# design 1

`src/rtl/z80_bus_arbiter_pkg.sv`:
```
// Shared Z80 bus types, the idle master bus value and the arbiter state encoding.
// Latency: none (types and constants only).
// Backpressure: not applicable.
package z80_bus_arbiter_pkg;

    // Master-side outputs of a Z80-style bus master (CPU or DMA).
    typedef struct packed {
        logic [15:0] addr;
        logic [7:0]  dmaster;
        logic        mreqn;
        logic        iorqn;
        logic        rdn;
        logic        wrn;
        logic        inta;
    } Z80MasterBus;

    // Slave response; mwait=1 means the slave is ready.
    typedef struct packed {
        logic [7:0] dslave;
        logic       mwait;
    } Z80SlaveBus;

    // Bus driven while neither master owns it: all strobes inactive.
    localparam Z80MasterBus Z80_MASTER_IDLE = '{
        addr:    16'h0000,
        dmaster: 8'h00,
        mreqn:   1'b1,
        iorqn:   1'b1,
        rdn:     1'b1,
        wrn:     1'b1,
        inta:    1'b0
    };

    typedef enum logic [2:0] {
        ST_CPU,
        ST_REQ,
        ST_SETTLE,
        ST_DMA,
        ST_REL
    } arb_state_t;

    typedef enum logic [1:0] {
        SEL_CPU,
        SEL_DMA,
        SEL_IDLE
    } bus_sel_t;

endpackage

```
`src/rtl/z80_bus_arbiter_wait.sv`:
```
// DMA wait-state generator: inserts WAIT_STATES waits per DMA memory cycle, ORed with slave not-ready.
// Latency: counter loads on the cen edge after mreqn falls; dma_wait is combinational from the counter and mwait.
// Backpressure: dma_wait is the backpressure to the DMA; nothing here is stalled except by cen.
// Ports: clk, rst (async, active-high), cen, enable (DMA owns bus), mreqn (DMA bus), mwait (slave ready), dma_wait.
module z80_wait_gen #(
    parameter int unsigned WAIT_STATES = 1
) (
    input  logic clk,
    input  logic rst,
    input  logic cen,
    input  logic enable,
    input  logic mreqn,
    input  logic mwait,
    output logic dma_wait
);

    localparam logic [3:0] WAIT_LOAD = 4'(WAIT_STATES);

    logic       mreqn_d;
    logic [3:0] wcnt;

    always_ff @(posedge clk or posedge rst) begin
        if (rst) begin
            mreqn_d <= 1'b1;
            wcnt    <= 4'd0;
        end else if (cen) begin
            mreqn_d <= mreqn;
            if (!enable) begin
                wcnt <= 4'd0;
            end else if (mreqn_d && !mreqn) begin
                // Falling mreqn marks the start of a DMA memory cycle.
                wcnt <= WAIT_LOAD;
            end else if (wcnt != 4'd0) begin
                wcnt <= wcnt - 4'd1;
            end
        end
    end

    assign dma_wait = enable && ((wcnt != 4'd0) || !mwait);

endmodule

```
`src/rtl/z80_bus_arbiter.sv`:
```
// Bus-ownership arbiter: turns a DMA busrq into a Z80 BUSREQ_n/BUSACK_n exchange and muxes CPU/DMA onto the system bus.
// Latency: grant two cycles after the CPU ack is sampled (one idle settle cycle); release one cycle after busrq drops.
// Backpressure: the CPU is held off via cpu_busreq_n, the DMA via dma_busack and dma_wait; cen=0 freezes everything.
// Ports: clk, rst, cen; cpu_busreq_n/cpu_busack_n, cpu_obus/cpu_ibus; dma_busrq/dma_busack/dma_wait,
//        dma_obus/dma_ibus; sys_obus (to decoder/memory), sys_ibus (slave response).
module z80_bus_arbiter
    import z80_bus_arbiter_pkg::*;
#(
    parameter int unsigned WAIT_STATES = 1
) (
    input  logic        clk,
    input  logic        rst,
    input  logic        cen,
    output logic        cpu_busreq_n,
    input  logic        cpu_busack_n,
    input  Z80MasterBus cpu_obus,
    output Z80SlaveBus  cpu_ibus,
    input  logic        dma_busrq,
    output logic        dma_busack,
    output logic        dma_wait,
    input  Z80MasterBus dma_obus,
    output Z80SlaveBus  dma_ibus,
    output Z80MasterBus sys_obus,
    input  Z80SlaveBus  sys_ibus
);

    arb_state_t state;
    arb_state_t next_state;
    bus_sel_t   sel;

    // Handshake outputs are flops decoded from next_state so they never glitch.
    always_ff @(posedge clk or posedge rst) begin
        if (rst) begin
            state        <= ST_CPU;
            cpu_busreq_n <= 1'b1;
            dma_busack   <= 1'b0;
        end else if (cen) begin
            state        <= next_state;
            cpu_busreq_n <= !(next_state == ST_REQ || next_state == ST_SETTLE || next_state == ST_DMA);
            dma_busack   <= (next_state == ST_DMA);
        end
    end

    always_comb begin
        next_state = state;
        sel        = SEL_IDLE;
        case (state)
            ST_CPU: begin
                sel = SEL_CPU;
                if (dma_busrq) next_state = ST_REQ;
            end
            ST_REQ: begin
                sel = SEL_CPU;
                // A dropped request wins over a coincident ack.
                if (!dma_busrq)         next_state = ST_REL;
                else if (!cpu_busack_n) next_state = ST_SETTLE;
            end
            ST_SETTLE: begin
                next_state = dma_busrq ? ST_DMA : ST_REL;
            end
            ST_DMA: begin
                sel = SEL_DMA;
                if (!dma_busrq) next_state = ST_REL;
            end
            ST_REL: begin
                if (cpu_busack_n) next_state = ST_CPU;
            end
            default: begin
                next_state = ST_CPU;
            end
        endcase
    end

    always_comb begin
        sys_obus = Z80_MASTER_IDLE;
        case (sel)
            SEL_CPU: sys_obus = cpu_obus;
            SEL_DMA: sys_obus = dma_obus;
            default: sys_obus = Z80_MASTER_IDLE;
        endcase
    end

    // The DMA sees readiness only through dma_wait, so its mwait is tied ready.
    assign cpu_ibus.dslave = sys_ibus.dslave;
    assign cpu_ibus.mwait  = sys_ibus.mwait;
    assign dma_ibus.dslave = sys_ibus.dslave;
    assign dma_ibus.mwait  = 1'b1;

    z80_wait_gen #(
        .WAIT_STATES(WAIT_STATES)
    ) u_wait (
        .clk      (clk),
        .rst      (rst),
        .cen      (cen),
        .enable   (state == ST_DMA),
        .mreqn    (dma_obus.mreqn),
        .mwait    (sys_ibus.mwait),
        .dma_wait (dma_wait)
    );

endmodule
```
`config.mk`:
```
export PLATFORM = sky130hd
export DESIGN_NAME = z80_bus_arbiter
export DESIGN_NICKNAME = d
export VERILOG_FILES = /design/src/rtl/z80_bus_arbiter_pkg.sv /design/src/rtl/z80_bus_arbiter_wait.sv /design/src/rtl/z80_bus_arbiter.sv
export SDC_FILE = /design/constraint.sdc
export NUM_CORES = 1
export LEC_CHECK = 0
export CORE_ASPECT_RATIO = 0.8
export CORE_MARGIN = 2
export CORE_UTILIZATION = 27
export DETAILED_ROUTE_END_ITERATION = 8
export PLACE_DENSITY = 0.87
export SLEW_MARGIN = 20
export SYNTH_ARGS = -nofsm -noshare
export SYNTH_HDL_FRONTEND = slang
export SYNTH_SLANG_ARGS = --single-unit
```
`constraint.sdc`:
```
create_clock -name clk -period 2 [get_ports clk]
set_input_delay 0.6 -clock clk [delete_from_list [all_inputs] [get_ports clk]]
set_output_delay 0.6 -clock clk [all_outputs]
set_load 0.005 [all_outputs]
```
# design 2

<file path="config.mk">
export PLATFORM = sky130hd
export DESIGN_NAME = load_store_unit
export DESIGN_NICKNAME = d
export VERILOG_FILES = /design/src/rtl/lsu_pkg.sv /design/src/rtl/lsu_align.sv /design/src/rtl/load_store_unit.sv
export SDC_FILE = /design/constraint.sdc
export NUM_CORES = 1
export LEC_CHECK = 0
export ABC_AREA = 1
export CAP_MARGIN = 10
export CORE_ASPECT_RATIO = 1.4
export CORE_MARGIN = 10
export CORE_UTILIZATION = 36
export CTS_CLUSTER_DIAMETER = 30
export DETAILED_ROUTE_END_ITERATION = 16
export SYNTH_ARGS = -nofsm -noshare
export SYNTH_HDL_FRONTEND = slang
export SYNTH_SLANG_ARGS = --single-unit
export TNS_END_PERCENT = 30
</file>
<file path="constraint.sdc">
create_clock -name clk -period 3.6 [get_ports clk]
set_input_delay 0.54 -clock clk [delete_from_list [all_inputs] [get_ports clk]]
set_output_delay 0.54 -clock clk [all_outputs]
set_load 0.01 [all_outputs]
</file>
<file path="src/rtl/lsu_pkg.sv">
// Shared encodings and the access legality check for the load/store unit.
package lsu_pkg;

    localparam logic [1:0] SZ_B = 2'b00;
    localparam logic [1:0] SZ_H = 2'b01;
    localparam logic [1:0] SZ_W = 2'b10;
    localparam logic [1:0] SZ_X = 2'b11;

    typedef enum logic [2:0] {
        ST_IDLE      = 3'd0,
        ST_ERR       = 3'd1,
        ST_LD_WAIT   = 3'd2,
        ST_LD_CAP    = 3'd3,
        ST_RMW_WAIT  = 3'd4,
        ST_RMW_MERGE = 3'd5,
        ST_WR        = 3'd6
    } lsu_state_e;

    // High when the size is illegal or the address is not naturally aligned for it.
    function automatic logic access_fault(input logic [1:0] size, input logic [1:0] addr_lo);
        logic fault;
        case (size)
            SZ_B:    fault = 1'b0;
            SZ_H:    fault = addr_lo[0];
            SZ_W:    fault = (addr_lo != 2'b00);
            default: fault = 1'b1;
        endcase
        return fault;
    endfunction

endpackage

</file>
<file path="src/rtl/lsu_align.sv">
// Lane extraction/extension for loads and lane merge for sub-word stores.
module lsu_align
    import lsu_pkg::*;
(
    input  logic [1:0]  size,
    input  logic [1:0]  addr_lo,
    input  logic        is_unsigned,
    input  logic [31:0] word,
    input  logic [31:0] wdata,
    output logic [31:0] load_data,
    output logic [31:0] merge_data
);

    logic [7:0]  byte_s;
    logic [15:0] half_s;

    // Select the addressed lane of the read word and extend it to 32 bits.
    always_comb begin
        byte_s = 8'h00;
        case (addr_lo)
            2'd0:    byte_s = word[7:0];
            2'd1:    byte_s = word[15:8];
            2'd2:    byte_s = word[23:16];
            2'd3:    byte_s = word[31:24];
            default: byte_s = 8'h00;
        endcase
        half_s = addr_lo[1] ? word[31:16] : word[15:0];
        case (size)
            SZ_B:    load_data = {{24{~is_unsigned & byte_s[7]}}, byte_s};
            SZ_H:    load_data = {{16{~is_unsigned & half_s[15]}}, half_s};
            default: load_data = word;
        endcase
    end

    // Overwrite only the addressed lane, keeping the rest of the old word.
    always_comb begin
        merge_data = word;
        case (size)
            SZ_B:    merge_data[{addr_lo, 3'b000} +: 8] = wdata[7:0];
            SZ_H:    merge_data[{addr_lo[1], 4'b0000} +: 16] = wdata[15:0];
            SZ_W:    merge_data = wdata;
            default: merge_data = word;
        endcase
    end

endmodule

</file>
<file path="src/rtl/load_store_unit.sv">
// Single-outstanding load/store initiator for a word-addressed registered-read memory.
module load_store_unit
    import lsu_pkg::*;
#(
    parameter int ADDR_W = 5
) (
    input  logic              clk,
    input  logic              rst_n,
    input  logic              req_valid,
    output logic              req_ready,
    input  logic              req_we,
    input  logic [1:0]        req_size,
    input  logic              req_unsigned,
    input  logic [31:0]       req_addr,
    input  logic [31:0]       req_wdata,
    output logic              rsp_valid,
    output logic [31:0]       rsp_rdata,
    output logic              rsp_err,
    output logic              mem_we,
    output logic [ADDR_W-1:0] mem_a,
    output logic [31:0]       mem_wd,
    input  logic [31:0]       mem_rd
);

    lsu_state_e        state_r, state_s;
    logic [1:0]        size_r;
    logic [1:0]        addr_lo_r;
    logic              uns_r;
    logic [31:0]       wdata_r;
    logic              accept_s;
    logic              ready_s, rsp_valid_s, rsp_err_s, mem_we_s;
    logic [31:0]       rsp_rdata_s, mem_wd_s;
    logic [ADDR_W-1:0] mem_a_s;
    logic [31:0]       load_data_s, merge_data_s;
    logic              unused_addr_s;

    // Upper address bits are deliberately dropped so accesses wrap.
    assign unused_addr_s = ^req_addr[31:ADDR_W+2];
    assign accept_s      = req_valid & req_ready;

    lsu_align u_align (
        .size        (size_r),
        .addr_lo     (addr_lo_r),
        .is_unsigned (uns_r),
        .word        (mem_rd),
        .wdata       (wdata_r),
        .load_data   (load_data_s),
        .merge_data  (merge_data_s)
    );

    // Capture request fields on accept; the bus is ignored afterwards.
    always_ff @(posedge clk or negedge rst_n) begin
        if (!rst_n) begin
            size_r    <= SZ_B;
            addr_lo_r <= 2'b00;
            uns_r     <= 1'b0;
            wdata_r   <= 32'h0000_0000;
        end else if (accept_s) begin
            size_r    <= req_size;
            addr_lo_r <= req_addr[1:0];
            uns_r     <= req_unsigned;
            wdata_r   <= req_wdata;
        end else begin
            size_r    <= size_r;
            addr_lo_r <= addr_lo_r;
            uns_r     <= uns_r;
            wdata_r   <= wdata_r;
        end
    end

    // State register and registered outputs.
    always_ff @(posedge clk or negedge rst_n) begin
        if (!rst_n) begin
            state_r   <= ST_IDLE;
            req_ready <= 1'b0;
            rsp_valid <= 1'b0;
            rsp_rdata <= 32'h0000_0000;
            rsp_err   <= 1'b0;
            mem_we    <= 1'b0;
            mem_a     <= '0;
            mem_wd    <= 32'h0000_0000;
        end else begin
            state_r   <= state_s;
            req_ready <= ready_s;
            rsp_valid <= rsp_valid_s;
            rsp_rdata <= rsp_rdata_s;
            rsp_err   <= rsp_err_s;
            mem_we    <= mem_we_s;
            mem_a     <= mem_a_s;
            mem_wd    <= mem_wd_s;
        end
    end

    // Next-state and next-output decode; mem_we defaults low so it is a single-cycle pulse.
    always_comb begin
        state_s     = state_r;
        ready_s     = req_ready;
        rsp_valid_s = 1'b0;
        rsp_rdata_s = rsp_rdata;
        rsp_err_s   = 1'b0;
        mem_we_s    = 1'b0;
        mem_a_s     = mem_a;
        mem_wd_s    = mem_wd;
        case (state_r)
            ST_IDLE: begin
                ready_s = 1'b1;
                if (accept_s) begin
                    ready_s = 1'b0;
                    mem_a_s = req_addr[ADDR_W+1:2];
                    if (access_fault(req_size, req_addr[1:0])) begin
                        state_s = ST_ERR;
                    end else if (req_we && (req_size == SZ_W)) begin
                        mem_we_s = 1'b1;
                        mem_wd_s = req_wdata;
                        state_s  = ST_WR;
                    end else if (req_we) begin
                        state_s = ST_RMW_WAIT;
                    end else begin
                        state_s = ST_LD_WAIT;
                    end
                end else begin
                    state_s = ST_IDLE;
                end
            end
            ST_ERR: begin
                rsp_valid_s = 1'b1;
                rsp_err_s   = 1'b1;
                rsp_rdata_s = 32'h0000_0000;
                ready_s     = 1'b1;
                state_s     = ST_IDLE;
            end
            ST_LD_WAIT:  state_s = ST_LD_CAP;
            ST_LD_CAP: begin
                rsp_valid_s = 1'b1;
                rsp_rdata_s = load_data_s;
                ready_s     = 1'b1;
                state_s     = ST_IDLE;
            end
            ST_RMW_WAIT: state_s = ST_RMW_MERGE;
            ST_RMW_MERGE: begin
                mem_we_s = 1'b1;
                mem_wd_s = merge_data_s;
                state_s  = ST_WR;
            end
            ST_WR: begin
                rsp_valid_s = 1'b1;
                rsp_rdata_s = 32'h0000_0000;
                ready_s     = 1'b1;
                state_s     = ST_IDLE;
            end
            default: begin
                ready_s = 1'b0;
                state_s = ST_IDLE;
            end
        endcase
    end

endmodule

</file>

==> notes/layouts.md <==
Pictures saved along the way, in no particular order.

Power grid.
Pins as bars on the die edge.
picture 1
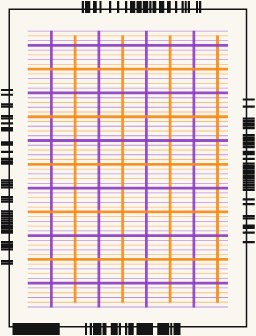
picture 2
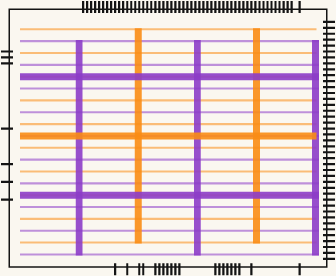
picture 2 -> design 1
picture 1 -> design 2
- most pins: picture 1
- largest die: picture 1

Fig. 1: design 2, the clock network
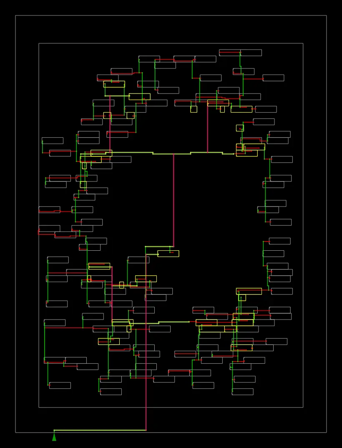
clock latency on the worst-skew pair: 0.42 ns
number of flip-flops and latches: 113
Clock Sinks: 113
worst setup skew after layout: 0.01034 ns

==> flow_results.xml, design 2 <==
<?xml version="1.0" encoding="UTF-8"?>
<metrics>
  <group name="sta">
    <metric name="fin_setup_tns" unit="ns">0</metric>
    <metric name="maxSlewHeadroom" unit="%">31.45</metric>
    <metric name="timing.fmax" unit="MHz">397.5</metric>
    <metric name="worst_pin_slew" unit="ns">1.027</metric>
  </group>
  <group name="layout">
    <metric name="dominant-cell-class" unit="">multi-input combinational cells</metric>
    <metric name="final.fill_count" unit="">1822</metric>
    <metric name="area_share_nonclk_buffers" unit="%">18.19</metric>
  </group>
  <group name="synth">
    <metric name="ys_area" unit="mm^2">0.006643</metric>
    <metric name="compound_share_synth" unit="%">14.79</metric>
    <metric name="synth.yosys.warnings" unit="">0</metric>
    <metric name="mappedNetlistArea" unit="mm^2">0.006643</metric>
  </group>
  <group name="status">
    <metric name="status" unit="">finished, final reports clean</metric>
  </group>
  <group name="pwr">
    <metric name="pwr.group.combinational" unit="mW">3.87</metric>
    <metric name="cell_pwr_density" unit="mW/mm^2">891.3</metric>
  </group>
  <group name="worst_setup_path">
    <metric name="worstPathBufferInverterCount" unit="">2</metric>
  </group>
</metrics>
-- design 2: per-layer routing --
metal / track usage (%) / up-vias / part of all wire [%]
li1: - / 3278 / -
met1: 22.24 / 3069 / 41
met2: 31.23 / 220 / 50
met3: 4.414 / 40 / 6.3
met4: 7.377 / 0 / 2.9
met5: 0 / - / 0
-- design 2: stage by stage --
step | hold slack, ns | setup slack (ns) | cells | utilization (%) | power (mW)
after floorplan | 0.2444 | 1.523 | 924 | - | 4.683
after global placement | 0.4548 | 1.118 | 1276 | 45.73 | 6.236
after detailed placement | 0.4611 | 1.090 | 1276 | 45.73 | 6.266
after CTS | 0.05364 | 1.140 | 1308 | 48.94 | 7.953
after global routing | 0.06307 | 0.8625 | 1308 | 48.94 | 8.515
final | 0.04230 | 1.084 | 1308 | 48.94 | 7.882
-- design 2: registers in the layout, indices dropped and copies added (netlist names) --
signal,count
addr_lo_r,2
rsp_err,1
mem_wd,32
wdata_r,32
mem_we,1
state_r,3
uns_r,1
size_r,2
mem_a,5
rsp_rdata,32
rsp_valid,1
req_ready,1
Fig. 2: design 1, placement by cell class
The bar under the picture is 20 um long.
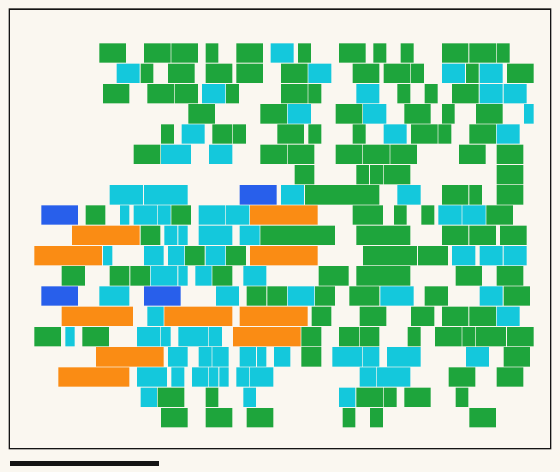
combinational and other logic -> cyan  # cells 77
other buffers and delay cells -> green  # cells 124
flops -> orange  # cells 10
clock drivers and dummy loads -> blue  # cells 4
floorplan core area: 0.003518 mm^2
final cell utilization of the core: 59.14%
number of cell rows: 19
flop share of the area: 12.15%

==> flow_results.xml, design 1 <==
<?xml version="1.0" encoding="UTF-8"?>
<metrics>
  <group name="status">
    <metric name="status" unit="">finished with violations</metric>
    <metric name="failed_checks" unit="">negative setup slack</metric>
  </group>
  <group name="worst_setup_path">
    <metric name="worst_path_dominant_cell_family" unit="">buffers and inverters</metric>
  </group>
  <group name="route">
    <metric name="detailedRoute.firstPassIterationCount" unit="">4</metric>
  </group>
  <group name="sta">
    <metric name="post-route-min-period" unit="ns">2.073</metric>
    <metric name="timing.final.hold_violations" unit="">0</metric>
    <metric name="setup-violations-final" unit="">23</metric>
    <metric name="postLayoutSetupSlackWorst" unit="ns">-0.07281</metric>
  </group>
  <group name="clock_network">
    <metric name="cts.clk_slew.worst_paths" unit="ns">0.05</metric>
  </group>
  <group name="pwr">
    <metric name="leakage_power_total" unit="nW">0.9783</metric>
    <metric name="pnr_total_power" unit="mW">1.505</metric>
    <metric name="clkPwrFrac" unit="%">16.9</metric>
  </group>
  <group name="synth">
    <metric name="yosys.cell_count.top_type" unit="">sky130_fd_sc_hd__a22o_1</metric>
    <metric name="number_of_synthesized_flops_with_an_enable_pin" unit="">0</metric>
  </group>
  <group name="grt">
    <metric name="global_route_congestion_overflow_total" unit="">0</metric>
  </group>
  <group name="layout">
    <metric name="num-nonclk-inverters" unit="">5</metric>
  </group>
</metrics>
[design 1: power groups by stage]
stage / Clock, mW / Sequential, mW / Combinational, mW
floorplan: 0 / 0.255 / 0.435
global placement: 0 / 0.258 / 1.07
detailed placement: 0 / 0.258 / 1.08
CTS: 0.260 / 0.254 / 1.03
global route: 0.273 / 0.257 / 1.09
finish: 0.255 / 0.254 / 0.997
[design 1: worst max path at each step]
stage	from	endpoint	depth (start not counted)	slack [ns]
5_1_grt	state[0]	sys_obus[8]	5	-0.11
4_1_cts	state[0]	sys_obus[27]	6	-0.18
6_report	state[1]	sys_obus[22]	5	-0.07
3_3_place_gp	dma_obus[4]	sys_obus[4]	5	-0.47
3_5_place_dp	dma_obus[4]	sys_obus[4]	5	-0.47
2_1_floorplan	u_wait.wcnt[0]	dma_wait	4	0.34
[design 1: routing by layer]
| layer | share of wire, % | track usage, % |
|---|---|---|
| met5 | 0 | 0 |
| met4 | 0.56 | 3.439 |
| met3 | 11 | 7.705 |
| met2 | 51 | 35.84 |
| met1 | 37 | 20.76 |
[design 1: registers in the layout, summed over array words and instances (netlist names)]
name	cells
u_wait.wcnt	4
state	3
cpu_busreq_n	1
dma_busack	1
u_wait.mreqn_d	1

# design 3

## src/rtl/dsp_chain_sop2_sched.sv

```systemverilog
// Issue controller and credit-protected result FIFO for a 3-stage fp16 sop2 DSP chain.
// Latency: a beat accepted at edge N is written into the FWFT FIFO at edge N+CHAIN_LAT+1.
// Backpressure: in_ready drops once FIFO entries plus in-flight beats reach FIFO_DEPTH; define SCHED_PERF_EN for perf counters.
module dsp_chain_sop2_sched #(
  parameter int          CHAIN_LAT  = 4,
  parameter int          FIFO_DEPTH = 8,
  parameter int          LEN_W      = 8,
  parameter logic [10:0] MODE       = 11'd0
) (
  input  logic             clk,
  input  logic             reset,
  input  logic             job_valid,
  output logic             job_ready,
  input  logic [LEN_W-1:0] job_len,
  input  logic             in_valid,
  output logic             in_ready,
  input  logic [191:0]     in_ops,
  output logic [191:0]     dsp_ops,
  output logic [10:0]      dsp_mode_sigs,
  input  logic [31:0]      dsp_result,
  output logic             out_valid,
  input  logic             out_ready,
  output logic [31:0]      out_data,
  output logic             out_last,
  output logic             job_done,
  output logic             busy
`ifdef SCHED_PERF_EN
  ,
  output logic [31:0]      perf_issue_cnt,
  output logic [31:0]      perf_stall_cnt
`endif
);

  localparam int AW = $clog2(FIFO_DEPTH);
  localparam int CW = $clog2(FIFO_DEPTH + CHAIN_LAT + 2);

  typedef enum logic [1:0] {IDLE, ISSUE, DRAIN, DONE0} state_t;
  state_t state_q, state_d;

  logic [LEN_W-1:0] len_q, beat_cnt_q;
  logic [CHAIN_LAT:0] vld_pipe_q, last_pipe_q;
  logic [32:0]      fifo_mem [FIFO_DEPTH];
  logic [AW-1:0]    wr_ptr_q, rd_ptr_q;
  logic [AW:0]      fifo_cnt_q;
  logic [CW-1:0]    inflight, occupancy;
  logic             credit_ok, job_acc, issue, beat_last, exit_vld, exit_last, fifo_rd;

  always_comb begin
    inflight = '0;
    for (int i = 0; i <= CHAIN_LAT; i++) inflight = inflight + CW'(vld_pipe_q[i]);
  end

  // Every in-flight beat already owns a FIFO slot, so a pipe exit can never find the FIFO full.
  assign occupancy     = CW'(fifo_cnt_q) + inflight;
  assign credit_ok     = occupancy < CW'(FIFO_DEPTH);
  assign job_ready     = (state_q == IDLE) && reset;
  assign in_ready      = (state_q == ISSUE) && credit_ok;
  assign job_acc       = job_valid && job_ready;
  assign issue         = in_valid && in_ready;
  assign beat_last     = (beat_cnt_q + LEN_W'(1)) == len_q;
  assign exit_vld      = vld_pipe_q[CHAIN_LAT];
  assign exit_last     = last_pipe_q[CHAIN_LAT];
  assign fifo_rd       = out_valid && out_ready;
  assign busy          = state_q != IDLE;
  assign dsp_mode_sigs = MODE;

  always_comb begin
    state_d = state_q;
    case (state_q)
      IDLE:    if (job_valid) state_d = (job_len == '0) ? DONE0 : ISSUE;
      ISSUE:   if (issue && beat_last) state_d = DRAIN;
      DRAIN:   if (exit_vld && exit_last) state_d = IDLE;
      DONE0:   state_d = IDLE;
      default: state_d = IDLE;
    endcase
  end

  always_ff @(posedge clk or negedge reset) begin
    if (!reset) state_q <= IDLE;
    else        state_q <= state_d;
  end

  always_ff @(posedge clk or negedge reset) begin
    if (!reset) begin
      len_q       <= '0;
      beat_cnt_q  <= '0;
      dsp_ops     <= '0;
      vld_pipe_q  <= '0;
      last_pipe_q <= '0;
      job_done    <= 1'b0;
    end else begin
      if (job_acc) begin
        len_q      <= job_len;
        beat_cnt_q <= '0;
      end else if (issue) begin
        beat_cnt_q <= beat_cnt_q + LEN_W'(1);
      end
      if (issue) dsp_ops <= in_ops;
      // Shadow of the chain: one slot per register stage plus the result capture cycle.
      vld_pipe_q  <= {vld_pipe_q[CHAIN_LAT-1:0], issue};
      last_pipe_q <= {last_pipe_q[CHAIN_LAT-1:0], issue && beat_last};
      job_done    <= (job_acc && (job_len == '0)) || (exit_vld && exit_last);
    end
  end

  always_ff @(posedge clk) begin
    if (exit_vld) fifo_mem[wr_ptr_q] <= {exit_last, dsp_result};
  end

  always_ff @(posedge clk or negedge reset) begin
    if (!reset) begin
      wr_ptr_q   <= '0;
      rd_ptr_q   <= '0;
      fifo_cnt_q <= '0;
    end else begin
      if (exit_vld) wr_ptr_q <= wr_ptr_q + AW'(1);
      if (fifo_rd)  rd_ptr_q <= rd_ptr_q + AW'(1);
      case ({exit_vld, fifo_rd})
        2'b10:   fifo_cnt_q <= fifo_cnt_q + (AW+1)'(1);
        2'b01:   fifo_cnt_q <= fifo_cnt_q - (AW+1)'(1);
        default: fifo_cnt_q <= fifo_cnt_q;
      endcase
    end
  end

  assign out_valid = fifo_cnt_q != '0;
  assign out_data  = out_valid ? fifo_mem[rd_ptr_q][31:0] : 32'd0;
  assign out_last  = out_valid ? fifo_mem[rd_ptr_q][32] : 1'b0;

`ifdef SCHED_PERF_EN
  always_ff @(posedge clk or negedge reset) begin
    if (!reset) begin
      perf_issue_cnt <= '0;
      perf_stall_cnt <= '0;
    end else begin
      if (issue) perf_issue_cnt <= perf_issue_cnt + 32'd1;
      if ((state_q == ISSUE) && in_valid && !credit_ok) perf_stall_cnt <= perf_stall_cnt + 32'd1;
    end
  end
`endif

endmodule

```

## config.mk

```make
export PLATFORM = sky130hd
export DESIGN_NAME = dsp_chain_sop2_sched
export DESIGN_NICKNAME = d
export VERILOG_FILES = /design/src/rtl/dsp_chain_sop2_sched.sv
export SDC_FILE = /design/constraint.sdc
export NUM_CORES = 1
export LEC_CHECK = 0
export ABC_AREA = 0
export ABC_CLOCK_PERIOD_IN_PS = 7300
export CORE_UTILIZATION = 55
export CTS_BUF_LIST = sky130_fd_sc_hd__clkbuf_4
export DETAILED_ROUTE_END_ITERATION = 8
export HOLD_SLACK_MARGIN = 0.15
export MAX_ROUTING_LAYER = met4
export PLACE_DENSITY = 0.9
export SKIP_LAST_GASP = 1
export SYNTH_ARGS = -nofsm -noshare
export SYNTH_HDL_FRONTEND = slang
export SYNTH_SLANG_ARGS = --single-unit
```

## constraint.sdc

```tcl
create_clock -name clk -period 7.3 [get_ports clk]
set_input_delay 1.46 -clock clk [delete_from_list [all_inputs] [get_ports clk]]
set_output_delay 1.46 -clock clk [all_outputs]
set_load 0.01 [all_outputs]
```

Fig. 3: design 3, power grid
Pins as bars on the die edge.
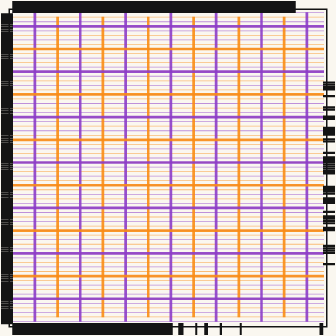
VDD -> orange
VSS -> purple
met1 rails = 69
met4 straps = 13
met5 straps = 13
die extent in x: 189.3 um
floorplan die height: 189.3 um
floorplan core area: 0.03454 mm^2
worst IR drop on VDD: 407.7 uV

Fig. 4: design 3, placement by cell class
The bar under the picture is 50 um long.
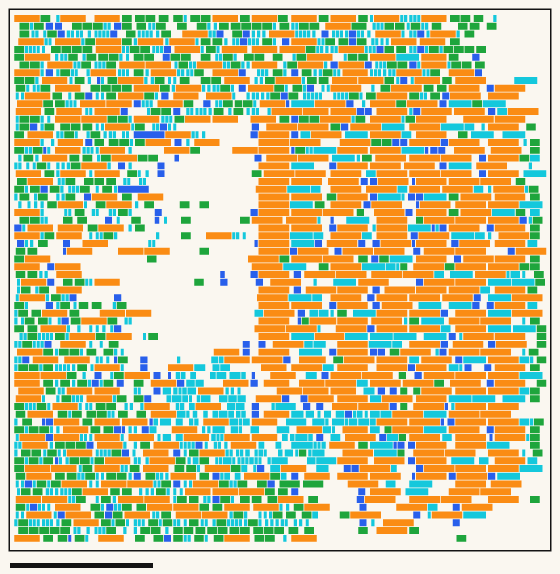
flops -> orange  # cells 495
other buffers and delay cells -> green  # cells 481
combinational and other logic -> cyan  # cells 879
clock drivers and dummy loads -> blue  # cells 230
final design area excluding fillers: 0.02608 mm^2
number of cell rows: 68
final cell utilization of the core: 75.49%
flop share of the area: 52.59%

## worst max-delay path, cell delays in order, from the launching register on
cell and delay, ns:
sky130_fd_sc_hd__dfrtp_4 0.96, sky130_fd_sc_hd__buf_4 0.60, sky130_fd_sc_hd__mux4_2 0.57, sky130_fd_sc_hd__mux2i_1 0.17, sky130_fd_sc_hd__nor2_1 0.11, sky130_fd_sc_hd__clkdlybuf4s50_1 0.52
## per-stage QoR
stage | cell area [um^2] | hold WS, ns
finish | 26080 | 0.3343
global route | 26080 | 0.3355
CTS | 26020 | 0.3367
detailed placement | 24350 | 0.3357
global placement | 24350 | 0.3362
floorplan | 19330 | 0.3312
## power groups by stage
stage	registers, mW	logic (mW)	clock network [mW]
floorplan	4.33	2.22	0
global placement	4.22	4.36	0
global route	4.32	4.90	2.61
finish	4.25	4.56	2.42
CTS	4.24	4.56	2.47
detailed placement	4.27	4.52	0
## worst max path at each step
stage                                end  slack [ns]  cells after the start
after CTS                    out_data[0]        1.93                      5
after global placement      dsp_ops[175]        2.88                      8
final                        out_data[0]        2.11                      5
after detailed placement     out_data[0]        2.83                      5
after global routing         out_data[5]        1.79                      5
after floorplan           fifo_mem[0][0]        3.83                      3
==> flow_results.xml <==
<?xml version="1.0" encoding="UTF-8"?>
<metrics>
  <group name="clock_network">
    <metric name="cts.root.buffer_cell" unit="">sky130_fd_sc_hd__clkbuf_4</metric>
    <metric name="clk-insertion-delay-late" unit="ns">0.80</metric>
  </group>
  <group name="route">
    <metric name="vias" unit="">13744</metric>
    <metric name="wl_met3" unit="um">5837</metric>
  </group>
  <group name="synth">
    <metric name="compound_share_synth" unit="%">0.9664</metric>
    <metric name="synth-async-reset-ratio" unit="%">46.67</metric>
    <metric name="yosys_most_used_dff" unit="">sky130_fd_sc_hd__edfxtp_1</metric>
    <metric name="ys_area" unit="mm^2">0.01929</metric>
    <metric name="muxShareOfSynthArea" unit="%">9.969</metric>
  </group>
  <group name="layout">
    <metric name="clock_tree_area_fraction" unit="%">6.391</metric>
    <metric name="stdcell_count" unit="">2564</metric>
    <metric name="final.fill_count" unit="">2055</metric>
    <metric name="biggestRegsByFlops" unit="">fifo_mem x264, dsp_ops x192</metric>
    <metric name="buffers" unit="">481</metric>
  </group>
  <group name="pwr">
    <metric name="cell_pwr_density" unit="mW/mm^2">430.6</metric>
    <metric name="pnr_total_power" unit="mW">11.23</metric>
    <metric name="sequentialPowerShare" unit="%">37.8</metric>
  </group>
  <group name="sta">
    <metric name="maxSlewHeadroom" unit="%">29.05</metric>
    <metric name="grt_setup_unrepaired" unit="">false</metric>
    <metric name="timing.fmax" unit="MHz">192.6</metric>
    <metric name="worst_clock_skew" unit="ns">0.04433</metric>
  </group>
  <group name="worst_setup_path">
    <metric name="cp-start-kind" unit="">register</metric>
    <metric name="path_class" unit="">register to primary output</metric>
  </group>
  <group name="status">
    <metric name="status" unit="">finished, final reports clean</metric>
  </group>
  <group name="grt">
    <metric name="global_route.usage.total" unit="%">31.63</metric>
    <metric name="globalRouteMet2Util" unit="%">47.27</metric>
    <metric name="grt_antenna_before_repair" unit="">23</metric>
  </group>
  <group name="floorplanning">
    <metric name="taps" unit="">455</metric>
  </group>
</metrics>


==> gallery <==
Wiring by layer.
Two of the layers only.
panel A
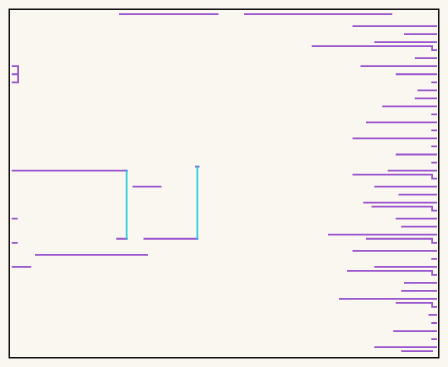
panel B
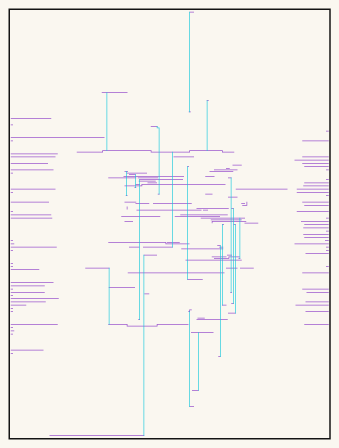
panel C
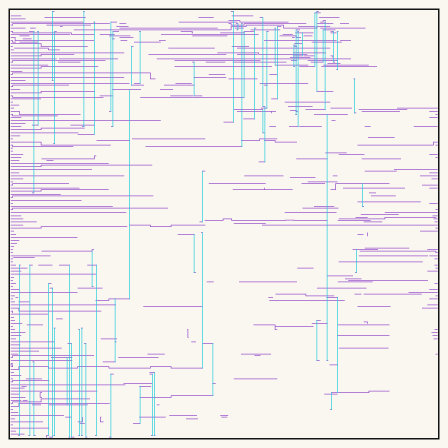
| picture | from |
|---|---|
| panel B | design 2 |
| panel C | design 3 |
| panel A | design 1 |

No activity file was given, so power comes from the tool's default toggle rates.
